=== lfsr_keystream_ctrl_flat ===
Fig. 1: lfsr_keystream_ctrl_flat, clock distribution
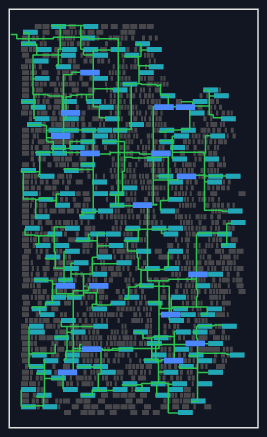

## config.mk

```make
export PLATFORM = sky130hd
export DESIGN_NAME = lfsr_keystream_ctrl_flat
export DESIGN_NICKNAME = d
export VERILOG_FILES = /design/src/rtl/lfsr_keystream_ctrl_if.sv /design/src/rtl/lfsr_keystream_ctrl.sv /design/src/flat_wrapper.sv
export SDC_FILE = /design/constraint.sdc
export NUM_CORES = 1
export LEC_CHECK = 0
export ABC_AREA = 1
export CAP_MARGIN = 10
export CORE_ASPECT_RATIO = 1.75
export CORE_MARGIN = 5
export CORE_UTILIZATION = 45
export DETAILED_ROUTE_END_ITERATION = 10
export PLACE_DENSITY = 0.72
export SYNTH_ARGS = -nofsm -noshare
export SYNTH_HDL_FRONTEND = slang
export SYNTH_SLANG_ARGS = --single-unit
```

## constraint.sdc

```tcl
create_clock -name i_clk -period 5.2 [get_ports i_clk]
set_input_delay 1.04 -clock i_clk [delete_from_list [all_inputs] [get_ports i_clk]]
set_output_delay 1.04 -clock i_clk [all_outputs]
set_load 0.05 [all_outputs]
```

## src/rtl/lfsr_keystream_ctrl_if.sv

```systemverilog
// lfsr_keystream_ctrl_if: valid/ready keystream word channel
interface lfsr_keystream_ctrl_if #(
    parameter int OUT_W = 8
);
    logic [OUT_W-1:0] o_data;
    logic             o_valid;
    logic             i_ready;
    modport master (output o_data, o_valid, input i_ready);
    modport slave (input o_data, o_valid, output i_ready);
endinterface

```

## src/rtl/lfsr_keystream_ctrl.sv

```systemverilog
// lfsr_keystream_ctrl: seeds and warms up a 64-bit LFSR, then packs its bits into handshaked words
module lfsr_keystream_ctrl #(
    parameter int          WARMUP_CYCLES = 128,
    parameter int          OUT_W         = 8,
    parameter logic [63:0] DEFAULT_SEED  = 64'hACE1_5EED_0BAD_F00D
) (
    input  logic                         i_clk,
    input  logic                         i_rst,
    input  logic                         i_start,
    input  logic [63:0]                  i_seed,
    input  logic [15:0]                  i_len,
    input  logic                         i_stop,
    input  logic                         i_ks_bit,
    output logic                         o_lfsr_load,
    output logic [63:0]                  o_lfsr_seed,
    output logic                         o_lfsr_en,
    lfsr_keystream_ctrl_if.master        ks,
    output logic                         o_busy,
    output logic                         o_done,
    output logic                         o_seed_err,
    output logic [31:0]                  o_word_cnt
);
    localparam int BW = $clog2(OUT_W + 1);
    typedef enum logic [1:0] {IDLE, LOAD, WARMUP, RUN} state_e;
    state_e           state_q, state_d;
    logic [63:0]      seed_q, seed_d;
    logic [15:0]      len_q, len_d, prod_q, prod_d;
    logic [BW-1:0]    bit_cnt_q, bit_cnt_d;
    logic [OUT_W-1:0] sr_q, sr_d, data_q, data_d;
    logic             valid_q, valid_d, seed_err_q, seed_err_d;
    logic [31:0]      word_cnt_q, word_cnt_d, warm_cnt_q, warm_cnt_d;
    logic             hs, start, xfer;
    always_comb begin
        state_d     = state_q;
        seed_d      = seed_q;
        len_d       = len_q;
        prod_d      = prod_q;
        bit_cnt_d   = bit_cnt_q;
        sr_d        = sr_q;
        data_d      = data_q;
        warm_cnt_d  = warm_cnt_q;
        seed_err_d  = 1'b0;
        hs          = valid_q && ks.i_ready;
        start       = 1'b0;
        xfer        = 1'b0;
        o_done      = 1'b0;
        o_lfsr_en   = 1'b0;
        o_lfsr_load = state_q == LOAD;
        case (state_q)
            IDLE: if (i_start) begin
                start      = 1'b1;
                state_d    = LOAD;
                seed_d     = (i_seed == 64'd0) ? DEFAULT_SEED : i_seed;
                seed_err_d = i_seed == 64'd0;
                len_d      = i_len;
                prod_d     = 16'd0;
                bit_cnt_d  = '0;
                sr_d       = '0;
            end
            LOAD: begin
                state_d    = (WARMUP_CYCLES == 0) ? RUN : WARMUP;
                warm_cnt_d = 32'd0;
            end
            WARMUP: begin
                o_lfsr_en  = 1'b1;
                warm_cnt_d = warm_cnt_q + 32'd1;
                state_d    = (warm_cnt_q == 32'(WARMUP_CYCLES - 1)) ? RUN : WARMUP;
            end
            RUN: begin
                o_lfsr_en = bit_cnt_q < BW'(OUT_W);
                if (o_lfsr_en) begin
                    sr_d      = {sr_q[OUT_W-2:0], i_ks_bit};
                    bit_cnt_d = bit_cnt_q + BW'(1);
                end else if (!valid_q || ks.i_ready) begin
                    xfer      = 1'b1;
                    data_d    = sr_q;
                    bit_cnt_d = '0;
                    prod_d    = prod_q + 16'd1;
                    o_done    = (len_q != 16'd0) && (prod_d == len_q);
                    state_d   = o_done ? IDLE : RUN;
                end
            end
        endcase
        // abort wins over everything: partial bits go, a pending word stays
        if (i_stop && state_q != IDLE) begin
            state_d   = IDLE;
            bit_cnt_d = '0;
            sr_d      = '0;
            xfer      = 1'b0;
            o_done    = 1'b0;
            data_d    = data_q;
            prod_d    = prod_q;
        end
        valid_d    = xfer || (valid_q && !ks.i_ready);
        word_cnt_d = (start ? 32'd0 : word_cnt_q) + {31'd0, hs};
    end
    always_ff @(posedge i_clk) begin
        if (i_rst) begin
            state_q    <= IDLE;
            seed_q     <= '0;
            len_q      <= '0;
            prod_q     <= '0;
            bit_cnt_q  <= '0;
            sr_q       <= '0;
            data_q     <= '0;
            valid_q    <= 1'b0;
            seed_err_q <= 1'b0;
            word_cnt_q <= '0;
            warm_cnt_q <= '0;
        end else begin
            state_q    <= state_d;
            seed_q     <= seed_d;
            len_q      <= len_d;
            prod_q     <= prod_d;
            bit_cnt_q  <= bit_cnt_d;
            sr_q       <= sr_d;
            data_q     <= data_d;
            valid_q    <= valid_d;
            seed_err_q <= seed_err_d;
            word_cnt_q <= word_cnt_d;
            warm_cnt_q <= warm_cnt_d;
        end
    end
    assign ks.o_data   = data_q;
    assign ks.o_valid  = valid_q;
    assign o_lfsr_seed = seed_q;
    assign o_busy      = state_q != IDLE;
    assign o_seed_err  = seed_err_q;
    assign o_word_cnt  = word_cnt_q;
endmodule

```

## src/flat_wrapper.sv

```systemverilog
// flat-port wrapper written by rule: the top's interface ports become plain ports
module lfsr_keystream_ctrl_flat 
#(
    parameter int          WARMUP_CYCLES = 128,
    parameter int          OUT_W         = 8,
    parameter logic [63:0] DEFAULT_SEED  = 64'hACE1_5EED_0BAD_F00D
)
  (i_clk, i_rst, i_start, i_seed, i_len, i_stop, i_ks_bit, o_lfsr_load, o_lfsr_seed, o_lfsr_en, o_busy, o_done, o_seed_err, o_word_cnt, ks_o_data, ks_o_valid, ks_i_ready);
  lfsr_keystream_ctrl_if #(.OUT_W(OUT_W)) ks_i ();
  input  logic i_clk;
  input  logic i_rst;
  input  logic i_start;
  input  logic [63:0] i_seed;
  input  logic [15:0] i_len;
  input  logic i_stop;
  input  logic i_ks_bit;
  output logic o_lfsr_load;
  output logic [63:0] o_lfsr_seed;
  output logic o_lfsr_en;
  output logic o_busy;
  output logic o_done;
  output logic o_seed_err;
  output logic [31:0] o_word_cnt;
  output wire logic [$bits(ks_i.o_data)-1:0] ks_o_data;
  output wire logic [$bits(ks_i.o_valid)-1:0] ks_o_valid;
  input wire logic [$bits(ks_i.i_ready)-1:0] ks_i_ready;
  assign ks_o_data = ks_i.o_data;
  assign ks_o_valid = ks_i.o_valid;
  assign ks_i.i_ready = ks_i_ready;
  lfsr_keystream_ctrl #(.WARMUP_CYCLES(WARMUP_CYCLES), .OUT_W(OUT_W), .DEFAULT_SEED(DEFAULT_SEED)) u_core (.i_clk(i_clk), .i_rst(i_rst), .i_start(i_start), .i_seed(i_seed), .i_len(i_len), .i_stop(i_stop), .i_ks_bit(i_ks_bit), .o_lfsr_load(o_lfsr_load), .o_lfsr_seed(o_lfsr_seed), .o_lfsr_en(o_lfsr_en), .ks(ks_i), .o_busy(o_busy), .o_done(o_done), .o_seed_err(o_seed_err), .o_word_cnt(o_word_cnt));
endmodule
```

=== dsi_lane_array ===
**config.mk**
```make
export PLATFORM = sky130hd
export DESIGN_NAME = dsi_lane_array
export DESIGN_NICKNAME = d
export VERILOG_FILES = /design/src/rtl/dsi_pkg.sv /design/src/rtl/dsi_lane_fifo.sv /design/src/rtl/dsi_lane_array.sv
export SDC_FILE = /design/constraint.sdc
export NUM_CORES = 1
export LEC_CHECK = 0
export CAP_MARGIN = 20
export CORE_MARGIN = 2
export CORE_UTILIZATION = 25
export CTS_CLUSTER_SIZE = 10
export DETAILED_ROUTE_END_ITERATION = 6
export PLACE_DENSITY = 0.46
export RECOVER_POWER = 50
export SYNTH_ARGS = -nofsm -noshare
export SYNTH_HDL_FRONTEND = slang
export SYNTH_SLANG_ARGS = --single-unit
```
**constraint.sdc**
```tcl
create_clock -name clk_base -period 3.1 [get_ports clk_base]
set_clock_uncertainty 0.05 [all_clocks]
set_input_delay 0.93 -clock clk_base [delete_from_list [all_inputs] [get_ports clk_base]]
set_output_delay 0.93 -clock clk_base [all_outputs]
set_load 0.01 [all_outputs]
```
**src/rtl/dsi_pkg.sv**
```systemverilog
// -----------------------------------------------------------------------------
// dsi_pkg
// Shared definitions for the DSI D-PHY data-lane sequencer.
//   dsi_state_e  : lane sequencer states (STOP .. EXIT)
//   SYNC_PATTERN : HS sync byte sent on every lane in SYNC
//   LP11/LP01/LP00 : LP line levels packed as {lp_p, lp_n}
// -----------------------------------------------------------------------------
package dsi_pkg;

    typedef enum logic [2:0] {
        ST_STOP  = 3'd0,
        ST_LPX   = 3'd1,
        ST_PREP  = 3'd2,
        ST_ZERO  = 3'd3,
        ST_SYNC  = 3'd4,
        ST_DATA  = 3'd5,
        ST_TRAIL = 3'd6,
        ST_EXIT  = 3'd7
    } dsi_state_e;

    localparam logic [7:0] SYNC_PATTERN = 8'b00011101;

    // {lp_p, lp_n}
    localparam logic [1:0] LP11 = 2'b11;
    localparam logic [1:0] LP01 = 2'b01;
    localparam logic [1:0] LP00 = 2'b00;

endpackage

```
**src/rtl/dsi_lane_fifo.sv**
```systemverilog
// -----------------------------------------------------------------------------
// dsi_lane_fifo
// Synchronous FIFO holding {last, lane bytes} beats for the lane sequencer.
// The head entry is presented combinationally on rd_data while not empty.
// Ports:
//   clk_base, reset_n : clock, asynchronous active-low reset (pointers only)
//   push, wr_data     : write strobe and word (ignored while full)
//   pop, rd_data      : read strobe (ignored while empty) and head word
//   full, empty       : occupancy flags
// -----------------------------------------------------------------------------
module dsi_lane_fifo
    import dsi_pkg::*;
#(
    parameter int WIDTH = 17,
    parameter int DEPTH = 4
) (
    input  logic             clk_base,
    input  logic             reset_n,
    input  logic             push,
    input  logic [WIDTH-1:0] wr_data,
    input  logic             pop,
    output logic [WIDTH-1:0] rd_data,
    output logic             full,
    output logic             empty
);

    localparam int AW = $clog2(DEPTH);

    logic [WIDTH-1:0] mem [DEPTH];
    // Pointers carry one extra wrap bit to tell full from empty.
    logic [AW:0]      wr_ptr;
    logic [AW:0]      rd_ptr;
    logic             do_push;
    logic             do_pop;

    assign do_push = push && !full;
    assign do_pop  = pop && !empty;

    // NOTE: sequential state uses non-blocking assignments so every register
    // samples the pre-edge values of the others.
    always_ff @(posedge clk_base or negedge reset_n) begin
        if (!reset_n) begin
            wr_ptr <= '0;
            rd_ptr <= '0;
        end else begin
            if (do_push) wr_ptr <= wr_ptr + (AW+1)'(1);
            if (do_pop)  rd_ptr <= rd_ptr + (AW+1)'(1);
        end
    end

    // NOTE: storage is deliberately not reset; the pointers alone define which
    // entries are valid, and leaving the array reset-free lets it map to RAM.
    always_ff @(posedge clk_base) begin
        if (do_push) mem[wr_ptr[AW-1:0]] <= wr_data;
    end

    assign rd_data = mem[rd_ptr[AW-1:0]];
    assign empty   = (wr_ptr == rd_ptr);
    assign full    = (wr_ptr[AW] != rd_ptr[AW]) &&
                     (wr_ptr[AW-1:0] == rd_ptr[AW-1:0]);

endmodule

```
**src/rtl/dsi_lane_array.sv**
```systemverilog
// -----------------------------------------------------------------------------
// dsi_lane_array
// Multi-lane MIPI D-PHY data-lane sequencer. Beats of LANES bytes enter a
// ready/valid FIFO; all lanes run LP-11 -> LPX -> PREP -> ZERO -> SYNC ->
// DATA -> TRAIL -> EXIT -> LP-11 in lockstep with run-time timing that is
// latched at burst start. Running dry in DATA ends the burst with trail bytes
// and an underrun pulse; the leftover beats start a fresh burst.
// Ports:
//   clk_base, reset_n        : byte clock, asynchronous active-low reset
//   s_valid/s_ready/s_data/s_last : input beat stream (s_ready = !full)
//   t_lpx .. t_exit          : timed-state durations, 0 behaves as 1
//   hs_data, hs_oe           : parallel HS bytes per lane, HS driver enable
//   lp_p, lp_n, lp_oe        : common LP line levels and LP driver enable
//   busy                     : sequencer not in STOP
//   underrun                 : one-cycle pulse, FIFO empty during DATA
//   burst_count, beat_count  : only with DSI_LANE_STATS_EN defined
// Configuration macro: DSI_LANE_STATS_EN adds wrapping burst/beat counters.
// -----------------------------------------------------------------------------
module dsi_lane_array
    import dsi_pkg::*;
#(
    parameter int LANES      = 2,
    parameter int FIFO_DEPTH = 4,
    parameter int TW         = 8
) (
    input  logic                 clk_base,
    input  logic                 reset_n,
    input  logic                 s_valid,
    output logic                 s_ready,
    input  logic [8*LANES-1:0]   s_data,
    input  logic                 s_last,
    input  logic [TW-1:0]        t_lpx,
    input  logic [TW-1:0]        t_prep,
    input  logic [TW-1:0]        t_zero,
    input  logic [TW-1:0]        t_trail,
    input  logic [TW-1:0]        t_exit,
    output logic [8*LANES-1:0]   hs_data,
    output logic                 hs_oe,
    output logic                 lp_p,
    output logic                 lp_n,
    output logic                 lp_oe,
    output logic                 busy,
    output logic                 underrun
`ifdef DSI_LANE_STATS_EN
    ,
    output logic [15:0]          burst_count,
    output logic [31:0]          beat_count
`endif
);

    localparam int DW = 8*LANES;

    dsi_state_e    state;
    dsi_state_e    state_nx;
    logic [TW-1:0] cnt;
    logic [TW-1:0] cur_t;
    logic [TW:0]   cnt_inc;
    logic          timer_done;

    logic [TW-1:0] lat_lpx, lat_prep, lat_zero, lat_trail, lat_exit;

    logic [DW:0]   fifo_rd;
    logic          fifo_full;
    logic          fifo_empty;
    logic          push;
    logic          pop;
    logic          start;
    logic [DW-1:0] trail_bytes;
    logic [1:0]    lp_lvl;

    // ---------------------------------------------------------------- FIFO
    assign s_ready = !fifo_full;
    assign push    = s_valid && !fifo_full;
    assign pop     = (state == ST_DATA) && !fifo_empty;

    dsi_lane_fifo #(
        .WIDTH (DW + 1),
        .DEPTH (FIFO_DEPTH)
    ) u_fifo (
        .clk_base (clk_base),
        .reset_n  (reset_n),
        .push     (push),
        .wr_data  ({s_last, s_data}),
        .pop      (pop),
        .rd_data  (fifo_rd),
        .full     (fifo_full),
        .empty    (fifo_empty)
    );

    // ------------------------------------------------------- timing latch
    assign start = (state == ST_STOP) && !fifo_empty;

    always_ff @(posedge clk_base or negedge reset_n) begin
        if (!reset_n) begin
            lat_lpx   <= '0;
            lat_prep  <= '0;
            lat_zero  <= '0;
            lat_trail <= '0;
            lat_exit  <= '0;
        end else if (start) begin
            lat_lpx   <= t_lpx;
            lat_prep  <= t_prep;
            lat_zero  <= t_zero;
            lat_trail <= t_trail;
            lat_exit  <= t_exit;
        end
    end

    // Duration of the current timed state; done when cnt+1 >= t, which makes
    // both t=0 and t=1 last exactly one cycle.
    always_comb begin
        cur_t = '0;
        unique case (state)
            ST_LPX:   cur_t = lat_lpx;
            ST_PREP:  cur_t = lat_prep;
            ST_ZERO:  cur_t = lat_zero;
            ST_TRAIL: cur_t = lat_trail;
            ST_EXIT:  cur_t = lat_exit;
            default:  cur_t = '0;
        endcase
    end

    assign cnt_inc    = {1'b0, cnt} + (TW+1)'(1);
    assign timer_done = (cnt_inc >= {1'b0, cur_t});

    // -------------------------------------------------- state register
    always_ff @(posedge clk_base or negedge reset_n) begin
        if (!reset_n) begin
            state <= ST_STOP;
            cnt   <= '0;
        end else begin
            state <= state_nx;
            cnt   <= (state_nx != state) ? '0 : cnt + TW'(1);
        end
    end

    // -------------------------------------------------- next state
    always_comb begin
        state_nx = state;
        unique case (state)
            ST_STOP:  if (!fifo_empty) state_nx = ST_LPX;
            ST_LPX:   if (timer_done)  state_nx = ST_PREP;
            ST_PREP:  if (timer_done)  state_nx = ST_ZERO;
            ST_ZERO:  if (timer_done)  state_nx = ST_SYNC;
            ST_SYNC:                   state_nx = ST_DATA;
            ST_DATA:  if (fifo_empty || fifo_rd[DW]) state_nx = ST_TRAIL;
            ST_TRAIL: if (timer_done)  state_nx = ST_EXIT;
            ST_EXIT:  if (timer_done)  state_nx = ST_STOP;
            default:                   state_nx = ST_STOP;
        endcase
    end

    // Trail byte per lane is the inverse of bit 0 of the last byte sent there.
    always_ff @(posedge clk_base or negedge reset_n) begin
        if (!reset_n) begin
            trail_bytes <= '1;
        end else if (pop) begin
            for (int k = 0; k < LANES; k++) begin
                trail_bytes[8*k +: 8] <= {8{~fifo_rd[8*k]}};
            end
        end
    end

    // -------------------------------------------------- outputs
    // NOTE: every output gets a default before the case so no path through
    // this block leaves a signal unassigned and infers a latch.
    always_comb begin
        hs_data = '0;
        hs_oe   = 1'b0;
        lp_lvl  = LP00;
        lp_oe   = 1'b0;
        unique case (state)
            ST_STOP, ST_EXIT: begin
                lp_lvl = LP11;
                lp_oe  = 1'b1;
            end
            ST_LPX: begin
                lp_lvl = LP01;
                lp_oe  = 1'b1;
            end
            ST_PREP: begin
                lp_lvl = LP00;
                lp_oe  = 1'b1;
            end
            ST_ZERO: begin
                hs_oe = 1'b1;
            end
            ST_SYNC: begin
                hs_data = {LANES{SYNC_PATTERN}};
                hs_oe   = 1'b1;
            end
            ST_DATA: begin
                hs_data = fifo_empty ? trail_bytes : fifo_rd[DW-1:0];
                hs_oe   = 1'b1;
            end
            ST_TRAIL: begin
                hs_data = trail_bytes;
                hs_oe   = 1'b1;
            end
            default: begin
                lp_lvl = LP11;
                lp_oe  = 1'b1;
            end
        endcase
    end

    assign lp_p     = lp_lvl[1];
    assign lp_n     = lp_lvl[0];
    assign busy     = (state != ST_STOP);
    assign underrun = (state == ST_DATA) && fifo_empty;

`ifdef DSI_LANE_STATS_EN
    always_ff @(posedge clk_base or negedge reset_n) begin
        if (!reset_n) begin
            burst_count <= '0;
            beat_count  <= '0;
        end else begin
            if (state == ST_EXIT && state_nx == ST_STOP)
                burst_count <= burst_count + 16'd1;
            if (pop)
                beat_count <= beat_count + 32'd1;
        end
    end
`endif

endmodule

```
=== jt900h_prefetch ===
[src/rtl/jt900h_prefetch_pkg.sv]
// Shared types and constants for the JT900H op-code prefetch queue.
package jt900h_pkg;

  typedef enum logic [1:0] {
    FETCH_IDLE = 2'd0,
    FETCH_REQ  = 2'd1,
    FETCH_DROP = 2'd2
  } fetch_state_e;

  localparam int MAX_FETCH = 3;

  function automatic int busw_bytes(input int busw);
    return busw / 8;
  endfunction

  function automatic int skip_width(input int busw);
    return $clog2(busw / 8);
  endfunction

endpackage

[src/rtl/jt900h_prefetch_ram.sv]
// Circular byte store: multi-lane write at the write pointer, 4-byte window read at the read pointer.
module jt900h_prefetch_ram
  import jt900h_pkg::*;
#(
  parameter int  DEPTH = 8,
  parameter int  LANES = 2,
  localparam int PW    = $clog2(DEPTH)
)(
  input  logic               clk,
  input  logic               rst_n,
  input  logic               i_cen,
  input  logic               i_we,
  input  logic [PW-1:0]      i_wr_ptr,
  input  logic [LANES-1:0]   i_lane_mask,
  input  logic [8*LANES-1:0] i_wdata,
  input  logic [PW-1:0]      i_rd_ptr,
  output logic [31:0]        o_window
);

  logic [7:0]    r_mem [DEPTH];
  logic [PW-1:0] w_lane_addr [LANES];
  logic [PW-1:0] w_rd_addr [4];

  genvar gi;
  generate
    for (gi = 0; gi < LANES; gi++) begin : g_lane
      assign w_lane_addr[gi] = i_wr_ptr + PW'(gi);
    end
    // Window bytes wrap around the end of the store independently.
    for (gi = 0; gi < 4; gi++) begin : g_rd
      assign w_rd_addr[gi]       = i_rd_ptr + PW'(gi);
      assign o_window[8*gi +: 8] = r_mem[w_rd_addr[gi]];
    end
  endgenerate

  always_ff @(posedge clk or negedge rst_n) begin
    if (!rst_n) begin
      for (int k = 0; k < DEPTH; k++) r_mem[k] <= '0;
    end else if (i_cen && i_we) begin
      for (int j = 0; j < LANES; j++) begin
        if (i_lane_mask[j]) r_mem[w_lane_addr[j]] <= i_wdata[8*j +: 8];
      end
    end
  end

endmodule

[src/rtl/jt900h_prefetch.sv]
// Op-code prefetch queue: fetches aligned bus beats into a byte FIFO and presents a 4-byte op window.
module jt900h_prefetch
  import jt900h_pkg::*;
#(
  parameter int              DEPTH  = 8,
  parameter int              BUSW   = 16,
  parameter int              AW     = 24,
  parameter logic [AW-1:0]   RST_PC = '0
)(
  input  logic                               clk,
  input  logic                               rst_n,
  input  logic                               cen,
  input  logic                               flush,
  input  logic [AW-1:0]                      flush_pc,
  input  logic [$clog2(MAX_FETCH+1)-1:0]     fetched,
  output logic [31:0]                        op,
  output logic                               op_ok,
  output logic [AW-1:0]                      pc,
  output logic                               bus_rd,
  output logic [AW-1:0]                      bus_addr,
  input  logic [BUSW-1:0]                    bus_din,
  input  logic                               bus_ok
);

  localparam int BB  = busw_bytes(BUSW);
  localparam int SKW = skip_width(BUSW);
  localparam int PW  = $clog2(DEPTH);
  localparam int CW  = PW + 1;

  fetch_state_e  r_state, w_state_next;
  logic [PW-1:0] r_rd_ptr, r_wr_ptr;
  logic [CW-1:0] r_cnt;
  logic [AW-1:0] r_pc, r_bus_addr;
  logic [SKW-1:0] r_skip;
  logic          r_op_ok;

  logic          w_take, w_consume;
  logic [CW-1:0] w_wr_n, w_fetch_n, w_cnt_next, w_free, w_free_next;
  logic [BB-1:0] w_lane_mask;
  logic [BUSW-1:0] w_wdata;

  // Flush wins over both the incoming beat and the consume.
  assign w_take      = cen && (r_state == FETCH_REQ) && bus_ok && !flush;
  assign w_consume   = cen && r_op_ok && (fetched != '0) && !flush;
  assign w_wr_n      = CW'(BB) - CW'(r_skip);
  assign w_fetch_n   = w_consume ? CW'(fetched) : '0;
  assign w_cnt_next  = flush ? '0 : r_cnt + (w_take ? w_wr_n : '0) - w_fetch_n;
  assign w_free      = CW'(DEPTH) - r_cnt;
  assign w_free_next = CW'(DEPTH) - w_cnt_next;
  assign w_wdata     = bus_din >> {r_skip, 3'b000};
  assign w_lane_mask = {BB{1'b1}} >> r_skip;

  always_ff @(posedge clk or negedge rst_n) begin
    if (!rst_n)   r_state <= FETCH_IDLE;
    else if (cen) r_state <= w_state_next;
  end

  always_comb begin
    w_state_next = r_state;
    unique case (r_state)
      FETCH_IDLE: if (!flush && w_free >= CW'(BB)) w_state_next = FETCH_REQ;
      FETCH_REQ: begin
        if (flush)       w_state_next = bus_ok ? FETCH_IDLE : FETCH_DROP;
        else if (bus_ok) w_state_next = (w_free_next >= CW'(BB)) ? FETCH_REQ : FETCH_IDLE;
      end
      FETCH_DROP: if (bus_ok) w_state_next = FETCH_IDLE;
      default: w_state_next = FETCH_IDLE;
    endcase
  end

  always_comb begin
    bus_rd = (r_state != FETCH_IDLE);
  end

  always_ff @(posedge clk or negedge rst_n) begin
    if (!rst_n) begin
      r_rd_ptr   <= '0;
      r_wr_ptr   <= '0;
      r_cnt      <= '0;
      r_op_ok    <= 1'b0;
      r_pc       <= RST_PC;
      r_bus_addr <= RST_PC & ~AW'(BB - 1);
      r_skip     <= RST_PC[SKW-1:0];
    end else if (cen) begin
      r_cnt   <= w_cnt_next;
      r_op_ok <= (w_cnt_next >= CW'(4));
      if (flush) begin
        r_rd_ptr   <= r_wr_ptr;
        r_pc       <= flush_pc;
        r_bus_addr <= flush_pc & ~AW'(BB - 1);
        r_skip     <= flush_pc[SKW-1:0];
      end else begin
        if (w_consume) begin
          r_rd_ptr <= r_rd_ptr + PW'(fetched);
          r_pc     <= r_pc + AW'(fetched);
        end
        if (w_take) begin
          r_wr_ptr   <= r_wr_ptr + w_wr_n[PW-1:0];
          r_bus_addr <= r_bus_addr + AW'(BB);
          r_skip     <= '0;
        end
      end
    end
  end

  jt900h_prefetch_ram #(
    .DEPTH (DEPTH),
    .LANES (BB)
  ) u_ram (
    .clk         (clk),
    .rst_n       (rst_n),
    .i_cen       (cen),
    .i_we        (w_take),
    .i_wr_ptr    (r_wr_ptr),
    .i_lane_mask (w_lane_mask),
    .i_wdata     (w_wdata),
    .i_rd_ptr    (r_rd_ptr),
    .o_window    (op)
  );

  assign op_ok    = r_op_ok;
  assign pc       = r_pc;
  assign bus_addr = r_bus_addr;

  // Consuming from a short queue is a controller bug; the request is ignored.
  a_fetch_ok: assert property (@(posedge clk) disable iff (!rst_n)
                               (cen && !flush && fetched != '0) |-> op_ok)
    else $warning("jt900h_prefetch: fetched=%0d while op_ok=0 ignored", fetched);

endmodule
[config.mk]
export PLATFORM = sky130hd
export DESIGN_NAME = jt900h_prefetch
export DESIGN_NICKNAME = d
export VERILOG_FILES = /design/src/rtl/jt900h_prefetch_pkg.sv /design/src/rtl/jt900h_prefetch_ram.sv /design/src/rtl/jt900h_prefetch.sv
export SDC_FILE = /design/constraint.sdc
export NUM_CORES = 1
export LEC_CHECK = 0
export CORE_UTILIZATION = 30
export DETAILED_ROUTE_END_ITERATION = 6
export HOLD_SLACK_MARGIN = 0.06
export PLACE_DENSITY = 0.57
export SLEW_MARGIN = 20
export SYNTH_ARGS = -nofsm -noshare
export SYNTH_HDL_FRONTEND = slang
export SYNTH_SLANG_ARGS = --single-unit
[constraint.sdc]
create_clock -name clk -period 3.4 [get_ports clk]
set_clock_uncertainty 0.1 [all_clocks]
set_input_delay 1.02 -clock clk [delete_from_list [all_inputs] [get_ports clk]]
set_output_delay 1.02 -clock clk [all_outputs]
set_load 0.05 [all_outputs]

==> gallery <==
Metal 3.
shot_01.png
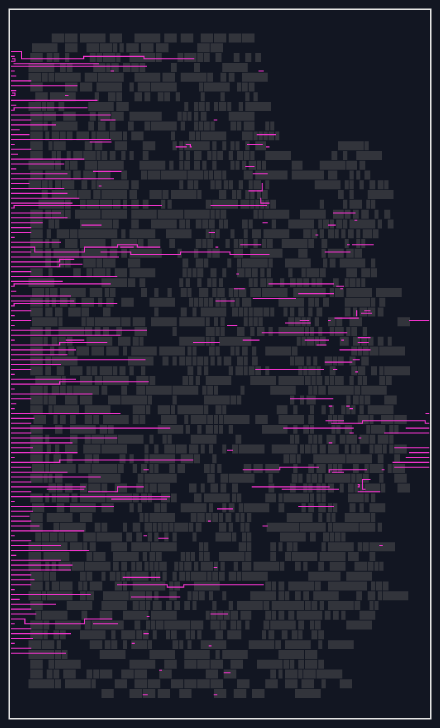
shot_02.png
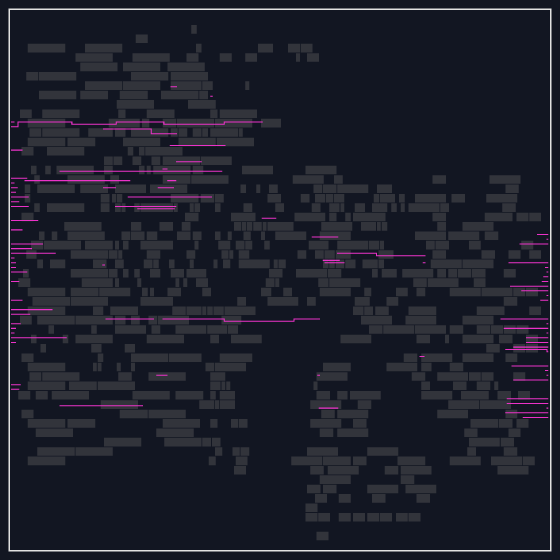
shot_03.png
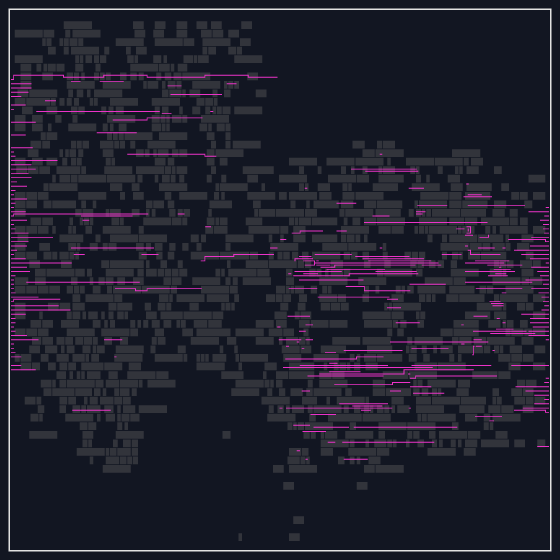
shot_01.png: lfsr_keystream_ctrl_flat
shot_02.png: dsi_lane_array
shot_03.png: jt900h_prefetch

Key to shot_01.png:
The layer carries 2,400 um of wire. The longest straight run is 43.9 um. The wires run mostly horizontal. The layer holds 8.8% of the routed length.

Fig. 2: jt900h_prefetch, logic cells by family
Scale bar: 50 um.
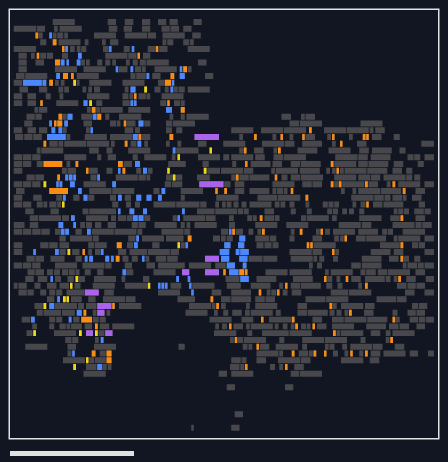
Key: nand cells = blue [cells 108, most used nand2_1]; nor cells = orange [cells 113, most used nor2_1, where spread over the die]; inv cells = yellow [cells 23, most used inv_1]; xor and xnor cells = purple [cells 10]
Non-Filler Instances: 1,422
Comb area share: 46.5%

==> reports/metrics.yaml, jt900h_prefetch <==
power_mw: 13.3
synth_nets: 961
netSwitchingPower_mw: 6.56
timing.hold.ws_ns: 0.452
synth_top_area_share_pct: 36.0
numCtsBuffers: 17
status: "complete, no violations"
vias: 8033
slew_viol_final: 0
dp_hpwl_um: 20300
cts_max_level: 4
worstSetupEndpointType: "output pin"
cp-endpoint: "op[22]"
cts_root_buf: "clkbuf_16"
postSynthSeqShare_pct: 36.0
dpl_cell_area_mm2: 0.0105
chipArea_mm2: 0.0296
syn_avg_cell_area_um2: 9.72
layout.nets: 1099
cts_buffer_depth: 2
yosys_cells: 893
syn_to_final_growth_pct: 30.4
post-place-ws_ns: -0.700
ir_worst_vdd_mv: 0.437
p_comb_share_pct: 65.1
hold_class: "reg -> reg"
synthCells: 893
## jt900h_prefetch: cell families after synthesis
logic type	share of synthesized area, %
flops	36.0
buf+inv	4.44
xor+xnor	1.49
mux	20.5
compound gates	19.1
fa+ha+maj	3.46
other cells	0.0432
simple gates	14.9
## jt900h_prefetch: worst max-delay path, stage by stage, from the launching register on
cell and delay [ns]:
dfrtp_2 0.43, buf_12 0.24, mux2_2 0.39, mux4_2 0.54, buf_6 0.19
## jt900h_prefetch: layout make-up
type	instances	area, um^2
fill	2804	16800
multi-input combinational	679	5270
sequential	125	3130
timing repair buffer	185	1740
clock buffer	22	484
tap	378	473
clock inverter	10	136
inverter	23	86.3
## jt900h_prefetch: state kept, by name (all words and copies together) (netlist names)
register and count:
r_cnt 4, bus_addr 23, pc 24, r_state 2
r_rd_ptr 3, u_ram.r_mem 64, op_ok 1, r_wr_ptr 3
r_skip 1
## jt900h_prefetch: per-layer routing
layer	GRT usage, %	vias to the layer above	wire (um)
met4	7.85	0	751
li1	-	3652	-
met1	28.8	3945	13500
met3	4.76	62	2190
met5	0	-	0
met2	31.3	374	13200
Fig. 3: dsi_lane_array, clock distribution
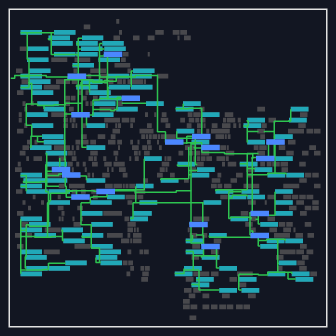
Key: clock drivers = blue [count 17]; clock wires = green [length 1,850 um]; flip-flops = cyan [count 127]
There are 18 routed clock nets. Position of the flops: spread over the die.

==> reports/metrics.yaml, dsi_lane_array <==
status: "complete, no violations"
route.detailed.drc: 0
grt_pass1_wl_um: 22400
synth-async-reset-ratio_pct: 46.5
ir_worst_vdd_mv: 0.422
setup_slack_ns: 0.0528
flops: 127
synthTopCellsByCount: "68 x edfxtp_1, 57 x dfrtp_1, 40 x mux2_1"
comb_share_pct: 28.4
slew_headroom_pct: 9.76
period_used_pct: 98.3
chipArea_mm2: 0.0245
clk_share_pct: 7.39
die_w_um: 157
min_period_ns: 3.05
pwr_density_cell_mw_per_mm2: 1040
reg2reg_from: "state[0]"
timing.rr.end: "cnt[6]"
hold_class: "reg -> reg"
diodes: 0
core_mm2: 0.0228
hold_violations: 0
required_ns: 2.12
ys_sh_xor_pct: 2.52
==> dsi_lane_array: per-layer routing <==
layer / GRT usage [%] / vias to the layer above / part of all wire, %
met4: 4.76 / 0 / 1.9
met5: 0 / - / 0
li1: - / 1666 / -
met2: 20.2 / 102 / 48
met1: 15.4 / 1827 / 45
met3: 3.41 / 20 / 4.9
==> dsi_lane_array: registers in the layout, indices dropped and copies added, names as in the netlist <==
| signal | cells |
|---|---|
| lat_lpx | 8 |
| lat_exit | 8 |
| trail_bytes | 2 |
| lat_prep | 8 |
| cnt | 8 |
| state | 3 |
| lat_trail | 8 |
| lat_zero | 8 |
| u_fifo.wr_ptr | 3 |
| u_fifo.rd_ptr | 3 |
| u_fifo.mem | 68 |
==> dsi_lane_array: repair_timing <==
action	in CTS	in global routing
endpoints found under the hold margin	0	0
buffers inserted	7	1
cloned	0	0
pin swaps	4	15
endpoints found under the setup margin	19	22
gates resized	74	29
==> dsi_lane_array: worst max-delay path: stages, from the launching register on <==
cell and delay, ns:
dfrtp_2 0.44, buf_6 0.16, buf_12 0.10, mux4_2 0.49, nand2_2 0.07, a21oi_1 0.05
o21a_1 0.19, buf_2 0.14
Fig. 4: lfsr_keystream_ctrl_flat, logic cells by family
Scale bar: 20 um.
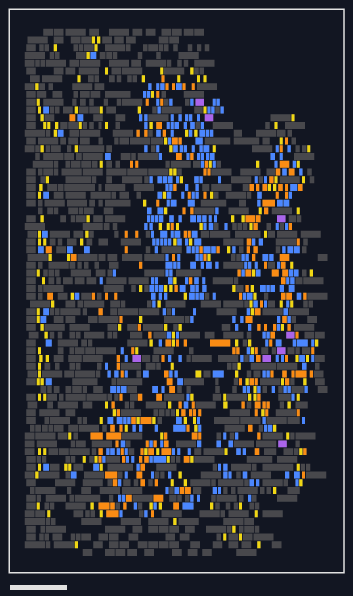
Key: xor and xnor cells = purple [cells 8, most used xor2_1]; inv cells = yellow [cells 196, most used inv_1, where spread over the die]; nand cells = blue [cells 341, most used nand2_1]; nor cells = orange [cells 191, most used nor2_1]
Top cell excl fill/tap: nand2_1
Non-Filler Instances: 1,718
Comb area share: 37.2%

About Fig. 1:
Key: clock drivers = blue [count 17]; flip-flops = cyan [count 184]; clock wires = green [length 2,370 um]
There are 18 routed clock nets.

==> reports/metrics.yaml, lfsr_keystream_ctrl_flat <==
setup_slack_ns: 0.972
portBuffers: 195
nClkBuffers: 22
synth_area_mm2: 0.00898
post-place-ws_ns: 1.29
n_all_buffers: 202
nWellTaps: 245
flop_cell: "dfxtp_1"
comb_cells: 859
tightest_slew_ns: 0.981
diodes: 0
synth_top_cell_by_count: "nand2_1"
seq_area_mm2: 0.00368
die_w_um: 117
numCtsBuffers: 17
cts_buffer_depth: 2
inv_count: 196
area_leaders: "dfxtp_1 41%, nand2_1 9.1%, inv_1 7.9%"
status: "complete, no violations"
synth_top_area_share_pct: 41.0
overflow: 0
critPathBufInv: 1
syn_avg_cell_area_um2: 6.97
flops: 184
post-route-util_pct: 59.3
cts_tree: "yes"
grt_pass1_vias: 8959
crit_slowest_cell: "clkdlybuf4s50_1"
timing.hold.ws_ns: 0.445
worstSetupEndpointType: "output pin"
dpl_cell_area_mm2: 0.0111
holdBufCountCts: 0
reg2reg_depth: 11
pwr_density_cell_mw_per_mm2: 421
final_cell_area_mm2: 0.0116
crit_fanout: 5
syn_to_final_growth_pct: 29.7
clk_pin_slew_ns: 0.07
layout-drive-gt1-share_pct: 5.77
-- lfsr_keystream_ctrl_flat: where the power goes --
| group | leakage [nW] | total (mW) | internal (mW) | switching, mW |
|---|---|---|---|---|
| logic | 2.65 | 1.86 | 0.548 | 1.31 |
| registers | 1.50 | 1.74 | 1.61 | 0.126 |
| clock network | 0.277 | 1.31 | 0.735 | 0.570 |
| total | 4.43 | 4.90 | 2.89 | 2.01 |
-- lfsr_keystream_ctrl_flat: metal layers --
metal / wire, um / vias up / global-route usage [%]
li1: - / 4620 / -
met1: 9480 / 4116 / 23.4
met5: 0 / - / 0
met2: 14300 / 303 / 43.3
met3: 2400 / 70 / 9.40
met4: 999 / 0 / 10.1
-- lfsr_keystream_ctrl_flat: logic make-up after synthesis --
group	after synthesis	share of synthesized area, %
AND-OR/OR-AND	307	18.3
XOR/XNOR	8	0.781
flip-flops	184	41.0
buffers and inverters	245	10.7
adder cells (fa/ha/maj)	9	1.25
AND/OR/NAND/NOR	535	28.0

=== sliced_addsub_seq ===
Fig. 5: sliced_addsub_seq, clock distribution
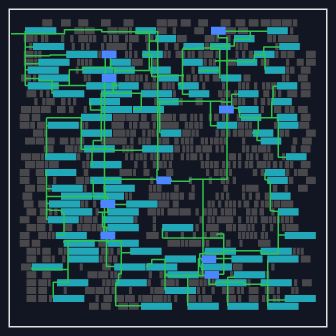

===== src/rtl/sliced_addsub_seq.sv =====
// Multi-cycle adder/subtractor: one SLICE-bit slice per clock with a registered carry
// between slices, valid/ready handshakes on both sides, and cout/ovf/zero flags.
module sliced_addsub_seq #(
  parameter int WIDTH = 32,
  parameter int SLICE = 16
) (
  input  logic             clk,
  input  logic             rst_n,
  input  logic             in_valid,
  output logic             in_ready,
  input  logic [WIDTH-1:0] A,
  input  logic [WIDTH-1:0] B,
  input  logic             cin,
  input  logic             sub,
  output logic             out_valid,
  input  logic             out_ready,
  output logic [WIDTH-1:0] X,
  output logic             cout,
  output logic             ovf,
  output logic             zero
);

  localparam int NSLICE = WIDTH / SLICE;
  localparam int KW     = (NSLICE > 1) ? $clog2(NSLICE) : 1;
  localparam logic [KW-1:0] K_LAST = KW'(NSLICE - 1);

  if (WIDTH % SLICE != 0) begin : g_bad_split
    $error("sliced_addsub_seq: WIDTH must be a multiple of SLICE");
  end

  typedef enum logic [1:0] {IDLE, RUN, DONE} state_e;

  state_e           state_q, state_d;
  logic [KW-1:0]    k_q, k_d;
  logic [WIDTH-1:0] a_q, a_d;
  logic [WIDTH-1:0] bx_q, bx_d;
  logic [WIDTH-1:0] x_q, x_d;
  logic             carry_q, carry_d;
  logic             cout_q, cout_d;
  logic             ovf_q, ovf_d;
  logic             zero_q, zero_d;

  logic [SLICE-1:0] a_slice;
  logic [SLICE-1:0] b_slice;
  logic [SLICE:0]   slice_sum;
  logic             accept;
  logic             last_slice;

  // Operands shift right one slice per RUN cycle, so the active slice is always the low bits.
  assign a_slice    = a_q[SLICE-1:0];
  assign b_slice    = bx_q[SLICE-1:0];
  assign slice_sum  = {1'b0, a_slice} + {1'b0, b_slice} + {{SLICE{1'b0}}, carry_q};
  assign accept     = (state_q == IDLE) && in_valid;
  assign last_slice = (k_q == K_LAST);

  always_comb begin
    state_d = state_q;
    case (state_q)
      IDLE:    if (in_valid)   state_d = RUN;
      RUN:     if (last_slice) state_d = DONE;
      DONE:    if (out_ready)  state_d = IDLE;
      default:                 state_d = IDLE;
    endcase
  end

  // NOTE: every variable gets a default at the top of the block so no path leaves it
  // unassigned; that is what keeps this combinational block from inferring latches.
  always_comb begin
    a_d     = a_q;
    bx_d    = bx_q;
    carry_d = carry_q;
    k_d     = k_q;
    x_d     = x_q;
    cout_d  = cout_q;
    ovf_d   = ovf_q;
    zero_d  = zero_q;
    if (accept) begin
      a_d     = A;
      bx_d    = sub ? ~B : B;
      carry_d = sub ? ~cin : cin;
      k_d     = '0;
    end else if (state_q == RUN) begin
      a_d     = a_q >> SLICE;
      bx_d    = bx_q >> SLICE;
      // Result slices enter from the top; after NSLICE shifts X holds the full sum.
      x_d     = (x_q >> SLICE) | (WIDTH'(slice_sum[SLICE-1:0]) << (WIDTH - SLICE));
      carry_d = slice_sum[SLICE];
      if (last_slice) begin
        cout_d = slice_sum[SLICE];
        ovf_d  = (a_slice[SLICE-1] == b_slice[SLICE-1]) &&
                 (slice_sum[SLICE-1] != a_slice[SLICE-1]);
        zero_d = (x_d == '0);
      end else begin
        k_d = k_q + 1'b1;
      end
    end
  end

  always_comb begin
    in_ready  = 1'b0;
    out_valid = 1'b0;
    case (state_q)
      IDLE:    in_ready  = 1'b1;
      DONE:    out_valid = 1'b1;
      default: ;
    endcase
  end

  // NOTE: state uses non-blocking assignments so every flop samples pre-edge values.
  always_ff @(posedge clk) begin
    if (!rst_n) begin
      state_q <= IDLE;
      k_q     <= '0;
      x_q     <= '0;
      cout_q  <= 1'b0;
      ovf_q   <= 1'b0;
      zero_q  <= 1'b0;
    end else begin
      state_q <= state_d;
      k_q     <= k_d;
      x_q     <= x_d;
      cout_q  <= cout_d;
      ovf_q   <= ovf_d;
      zero_q  <= zero_d;
    end
  end

  // NOTE: operand and carry registers are always loaded on accept before being read,
  // so they carry no reset.
  always_ff @(posedge clk) begin
    a_q     <= a_d;
    bx_q    <= bx_d;
    carry_q <= carry_d;
  end

  assign X    = x_q;
  assign cout = cout_q;
  assign ovf  = ovf_q;
  assign zero = zero_q;

endmodule

===== config.mk =====
export PLATFORM = sky130hd
export DESIGN_NAME = sliced_addsub_seq
export DESIGN_NICKNAME = d
export VERILOG_FILES = /design/src/rtl/sliced_addsub_seq.sv
export SDC_FILE = /design/constraint.sdc
export NUM_CORES = 1
export LEC_CHECK = 0
export ABC_AREA = 1
export CAP_MARGIN = 20
export CORE_MARGIN = 3
export CORE_UTILIZATION = 50
export DETAILED_ROUTE_END_ITERATION = 16
export PLACE_DENSITY_LB_ADDON = 0.05
export SYNTH_ARGS = -nofsm -noshare
export SYNTH_HDL_FRONTEND = slang
export SYNTH_SLANG_ARGS = --single-unit
export TNS_END_PERCENT = 100

===== constraint.sdc =====
create_clock -name clk -period 3.2 [get_ports clk]
set_input_delay 0.32 -clock clk [delete_from_list [all_inputs] [get_ports clk]]
set_output_delay 0.32 -clock clk [all_outputs]
set_load 0.05 [all_outputs]

=== neuron ===
### config.mk
export PLATFORM = sky130hd
export DESIGN_NAME = neuron
export DESIGN_NICKNAME = d
export VERILOG_FILES = /design/src/rtl/neuron.sv
export SDC_FILE = /design/constraint.sdc
export NUM_CORES = 1
export LEC_CHECK = 0
export CORE_MARGIN = 2
export CORE_UTILIZATION = 45
export DETAILED_ROUTE_END_ITERATION = 10
export PLACE_DENSITY = 0.63
export SETUP_SLACK_MARGIN = 0.5
export SYNTH_ARGS = -nofsm -noshare
export SYNTH_HDL_FRONTEND = slang
export SYNTH_SLANG_ARGS = --single-unit
### constraint.sdc
create_clock -name clock -period 15.7 [get_ports clock]
set_input_delay 3.14 -clock clock [delete_from_list [all_inputs] [get_ports clock]]
set_output_delay 3.14 -clock clock [all_outputs]
set_load 0.01 [all_outputs]
### src/rtl/neuron.sv
// Single trainable neuron: Q0.8 inputs, Q8.8 weights and bias, one MAC per cycle
// forward pass, and a one-weight-per-cycle update from a Q8.8 feedback delta.
module neuron #(
  parameter int N          = 4,
  parameter int RATE_SHIFT = 4
) (
  input  logic             clock,
  input  logic             reset,
  input  logic             train,
  input  logic             inp_valid,
  input  logic [8*N-1:0]   inp_data,
  output logic             inp_ready,
  output logic             arg_valid,
  output logic [15:0]      arg_data,
  input  logic             arg_ready,
  input  logic             fbk_valid,
  input  logic [15:0]      fbk_data,
  output logic             fbk_ready
);

  localparam int IW = $clog2(N + 1);

  localparam logic [2:0] S_INP = 3'd0;
  localparam logic [2:0] S_MAC = 3'd1;
  localparam logic [2:0] S_ARG = 3'd2;
  localparam logic [2:0] S_FBK = 3'd3;
  localparam logic [2:0] S_UPD = 3'd4;

  logic [2:0]          r_state;
  logic signed [15:0]  r_w [0:N];
  logic [7:0]          r_x [0:N-1];
  logic signed [31:0]  r_acc;
  logic [IW-1:0]       r_idx;
  logic signed [15:0]  r_delta;
  logic                r_arg_valid;
  logic [15:0]         r_arg_data;

  logic signed [15:0]  w_w_sel;
  logic [7:0]          w_x_sel;
  logic signed [24:0]  w_mac_prod;
  logic signed [31:0]  w_mac_sum;
  logic signed [9:0]   w_xi;
  logic signed [25:0]  w_upd_prod;
  logic signed [25:0]  w_upd_step;
  logic signed [26:0]  w_upd_sum;
  logic [15:0]         w_upd_new;

  function automatic logic [15:0] sat16(input logic signed [31:0] v);
    if (v > 32'sd32767)
      return 16'h7FFF;
    else if (v < -32'sd32768)
      return 16'h8000;
    else
      return v[15:0];
  endfunction

  // Index muxes; idx == N selects the bias weight and no input.
  always_comb begin
    w_w_sel = '0;
    w_x_sel = '0;
    for (int i = 0; i <= N; i++)
      if (r_idx == IW'(i)) w_w_sel = r_w[i];
    for (int i = 0; i < N; i++)
      if (r_idx == IW'(i)) w_x_sel = r_x[i];
  end

  assign w_mac_prod = 25'(w_w_sel) * 25'($signed({1'b0, w_x_sel}));
  assign w_mac_sum  = r_acc + 32'(w_mac_prod);

  assign w_xi       = (r_idx == IW'(N)) ? 10'sd256 : $signed({2'b00, w_x_sel});
  assign w_upd_prod = 26'(r_delta) * 26'(w_xi);
  assign w_upd_step = w_upd_prod >>> (8 + RATE_SHIFT);
  assign w_upd_sum  = 27'(w_w_sel) + 27'(w_upd_step);
  assign w_upd_new  = sat16(32'(w_upd_sum));

  always_ff @(posedge clock or negedge reset) begin
    if (!reset) begin
      r_state     <= S_INP;
      r_acc       <= '0;
      r_idx       <= '0;
      r_delta     <= '0;
      r_arg_valid <= 1'b0;
      r_arg_data  <= '0;
      for (int i = 0; i <= N; i++) r_w[i] <= '0;
      for (int i = 0; i < N; i++)  r_x[i] <= '0;
    end else begin
      case (r_state)
        S_INP: begin
          if (inp_valid) begin
            for (int i = 0; i < N; i++) r_x[i] <= inp_data[8*i +: 8];
            r_acc   <= 32'(r_w[N]) <<< 8;
            r_idx   <= '0;
            r_state <= S_MAC;
          end
        end
        S_MAC: begin
          r_acc <= w_mac_sum;
          if (r_idx == IW'(N - 1)) begin
            r_idx   <= '0;
            r_state <= S_ARG;
          end else begin
            r_idx <= r_idx + IW'(1);
          end
        end
        S_ARG: begin
          // First ARG cycle loads the output register; later cycles wait for the handshake.
          if (!r_arg_valid) begin
            r_arg_valid <= 1'b1;
            r_arg_data  <= sat16(r_acc >>> 8);
          end else if (arg_ready) begin
            r_arg_valid <= 1'b0;
            r_state     <= train ? S_FBK : S_INP;
          end
        end
        S_FBK: begin
          if (fbk_valid) begin
            r_delta <= $signed(fbk_data);
            r_idx   <= '0;
            r_state <= S_UPD;
          end
        end
        S_UPD: begin
          for (int i = 0; i <= N; i++)
            if (r_idx == IW'(i)) r_w[i] <= w_upd_new;
          if (r_idx == IW'(N)) begin
            r_idx   <= '0;
            r_state <= S_INP;
          end else begin
            r_idx <= r_idx + IW'(1);
          end
        end
        default: r_state <= S_INP;
      endcase
    end
  end

  assign inp_ready = (r_state == S_INP);
  assign fbk_ready = (r_state == S_FBK);
  assign arg_valid = r_arg_valid;
  assign arg_data  = r_arg_data;

endmodule


==> screenshots <==
Logic cells by family.
panel A
Scale bar: 50 um.
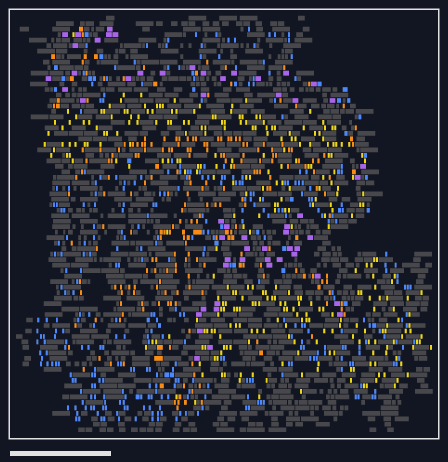
panel B
Scale bar: 20 um.
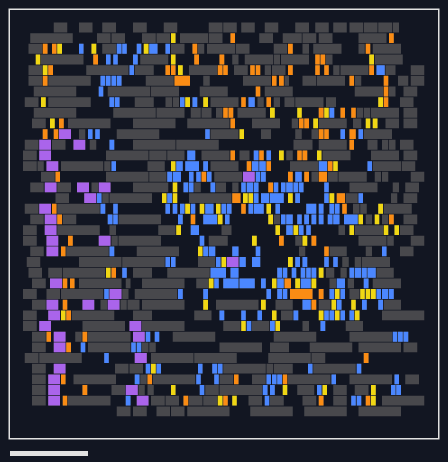
Of these, largest die: panel A
Of these, most cells: panel A
Panel A is neuron.
Panel B is sliced_addsub_seq.

Fig. 6: sliced_addsub_seq, routing congestion map
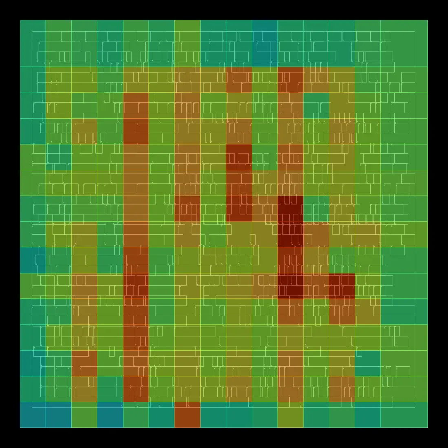
average wire per standard cell: 13.1 um
GR Util met1: 26.5%
met2 usage: 33.3%

About Fig. 5:
Key: clock drivers = blue [count 9]; flip-flops = cyan [count 103]; clock wires = green [length 1,270 um]
Position of the flops: spread over the die.

==> reports/metrics.yaml, sliced_addsub_seq <==
synth_top_cell_by_area: "edfxtp_1"
reg2reg_depth: 10
synth_top_cell_by_count: "nand2_1"
grt_max_degree: 85
worstSetupEndpointType: "flip-flop"
synth.distinct_cells: 33
area_leaders: "edfxtp_1 37%, dfxtp_1 14%, nand2_1 11%"
die_y_um: 109
comb_cells: 426
inv_count: 81
post-place-ws_ns: 0.808
grt_pass1_wl_um: 18300
overflow: 0
first_pass_iters: 6
die_w_um: 109
final_cell_area_mm2: 0.00671
portBuffers: 106
dpl_cell_area_mm2: 0.00652
status: "complete, no violations"
synthCells: 634
synth-async-reset-ratio_pct: 0
layout-drive-gt1-share_pct: 6.65
fillers: 887
flops: 103
max_freq_mhz: 412
numSynthFlops: 103
maxCapViolCount: 0
initialDrtViolationCount: 198
place_inst: 857
topCombFamilyByArea: "simple AND/OR/NAND/NOR gates"
postSynthSeqShare_pct: 51.0
instances_no_fill: 873
rsz0062_at_grt: "no"
## sliced_addsub_seq: registers in the layout, summed over array words and instances (netlist names)
name	count
X	32
a_q	32
bx_q	32
state_q	2
carry_q	1
cout	1
k_q	1
ovf	1
zero	1
## sliced_addsub_seq: worst max-delay path: stages, from the launching register on
cell and delay, ns:
edfxtp_1 0.42, fa_1 0.50, fa_1 0.45, nand2_1 0.13, nand3_2 0.08, nand3_1 0.09
nand2_1 0.08, a21oi_1 0.18, o21bai_1 0.11, nand2_1 0.06, o21ai_0 0.07
## sliced_addsub_seq: final timing paths
path         startpoint  endpoint  slack [ns]
max              a_q[0]   carry_q        0.77
min                 ovf       ovf        0.47
max reg2reg      a_q[0]   carry_q        0.77
min reg2reg         ovf       ovf        0.47
## sliced_addsub_seq: layer usage
metal / global-route usage [%] / vias up / part of all wire, %
li1: - / 2204 / -
met1: 26.5 / 1851 / 45
met2: 33.3 / 125 / 47
met3: 2.55 / 15 / 5.6
met4: 8.10 / 0 / 2.0
met5: 0 / - / 0
Fig. 7: neuron, routing congestion map
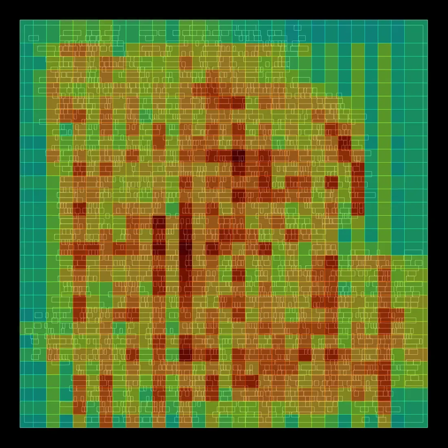
Core Util, Final: 49.7%
GR Util met1: 30.7%
average wire per standard cell: 17.7 um
Most Crowded Layer GR: met2
global-route usage over all layers: 24.1%

==> reports/metrics.yaml, neuron <==
status: "complete, no violations"
clk_pin_slew_ns: 0.09
compound_area_share_pct: 13.2
cts_max_level: 4
postSynthSeqShare_pct: 23.5
antenna_found_initial: 0
required_ns: 16.09
synthCells: 2208
slew_headroom_pct: 22.9
timing.hold.ws_ns: 0.478
route.detailed.drc: 0
layout-drive-gt1-share_pct: 4.39
place_inst: 2787
cp-endpoint: "r_w[51]"
[neuron: worst reg2reg max path, delay by kind of cell (launching register included)]
| family | cells | cell delay, ns |
|---|---|---|
| buf+inv | 4 | 0.25 |
| xor+xnor | 1 | 0.20 |
| fa+ha+maj | 8 | 3.49 |
| simple gates | 6 | 2.90 |
| flops | 1 | 0.43 |
| compound gates | 15 | 4.12 |
[neuron: cell type report]
| type | instances | area, um^2 | area share [%] |
|---|---|---|---|
| clock inverters | 14 | 174 | 0.816 |
| well taps | 585 | 732 | 3.43 |
| repair buffers | 90 | 860 | 4.03 |
| flip-flops and latches | 183 | 4580 | 21.5 |
| clock buffers | 18 | 429 | 2.01 |
| multi-input cells | 1611 | 13400 | 62.6 |
| inverters | 318 | 1190 | 5.60 |
[neuron: synth_stat cells (35+ instances only)]
library cell	number	share of area, %
nand2_1	346	6.7
inv_1	318	6.1
fa_1	254	26
nor2_1	204	3.9
dfrtp_1	183	23
ha_1	142	9.1
o21ai_0	112	2.9
a21oi_1	107	2.7
clkbuf_1	65	1.3
and2_1	59	1.9
a21o_1	49	1.9
a211oi_1	35	1.3


==> layout pictures side by side <==
Cell sizes after repair.
(a)
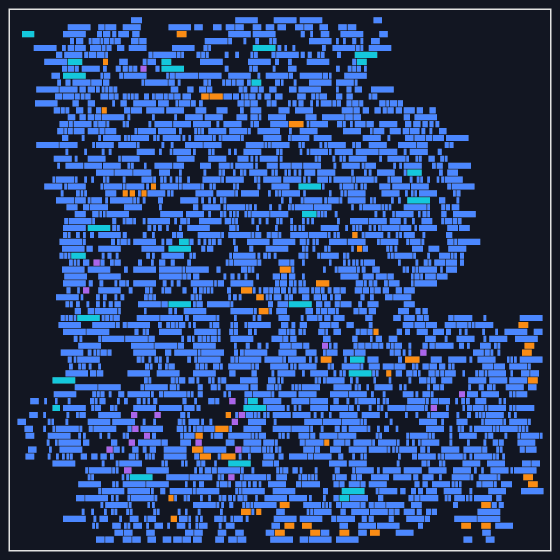
(b)
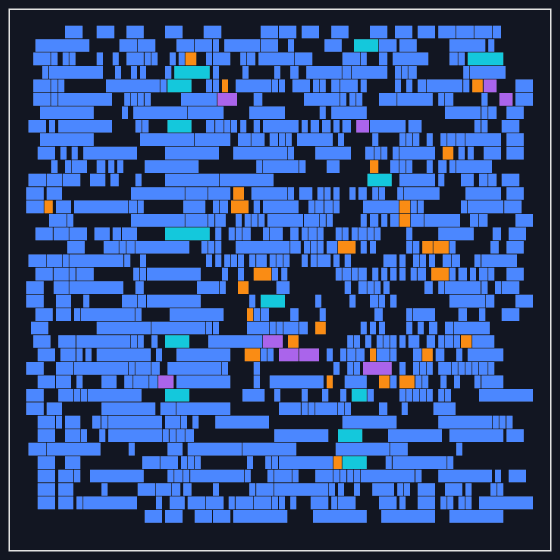
(c)
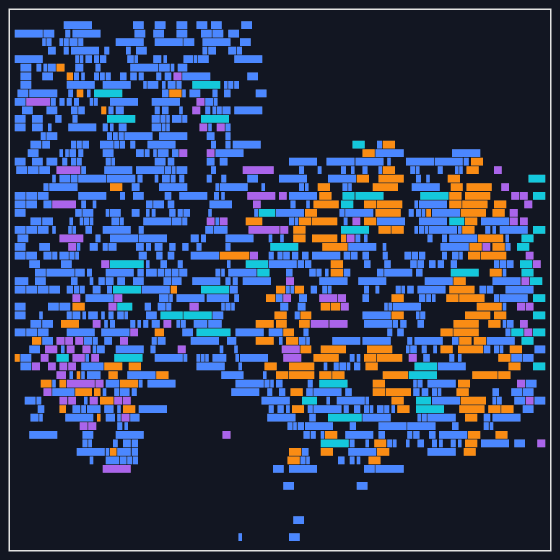
(d)
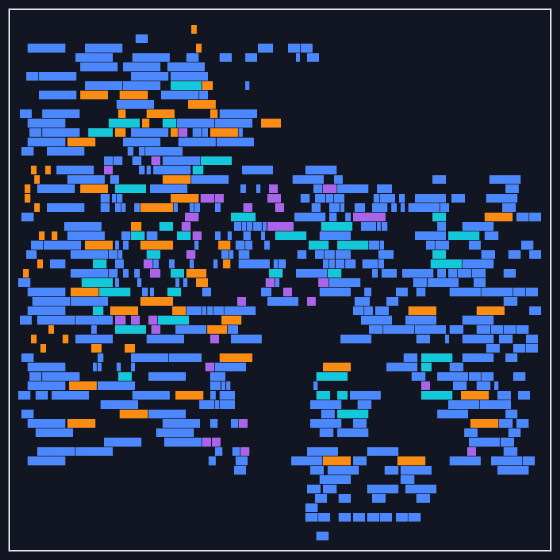
(e)
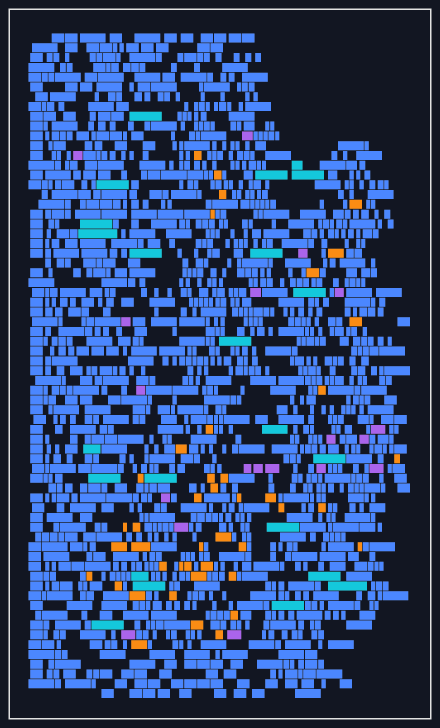
(e) comes from lfsr_keystream_ctrl_flat.
(a) comes from neuron.
(c) comes from jt900h_prefetch.
(b) comes from sliced_addsub_seq.
(d) comes from dsi_lane_array.

Power figures rest on the tool's default switching activity, not on a simulated workload.
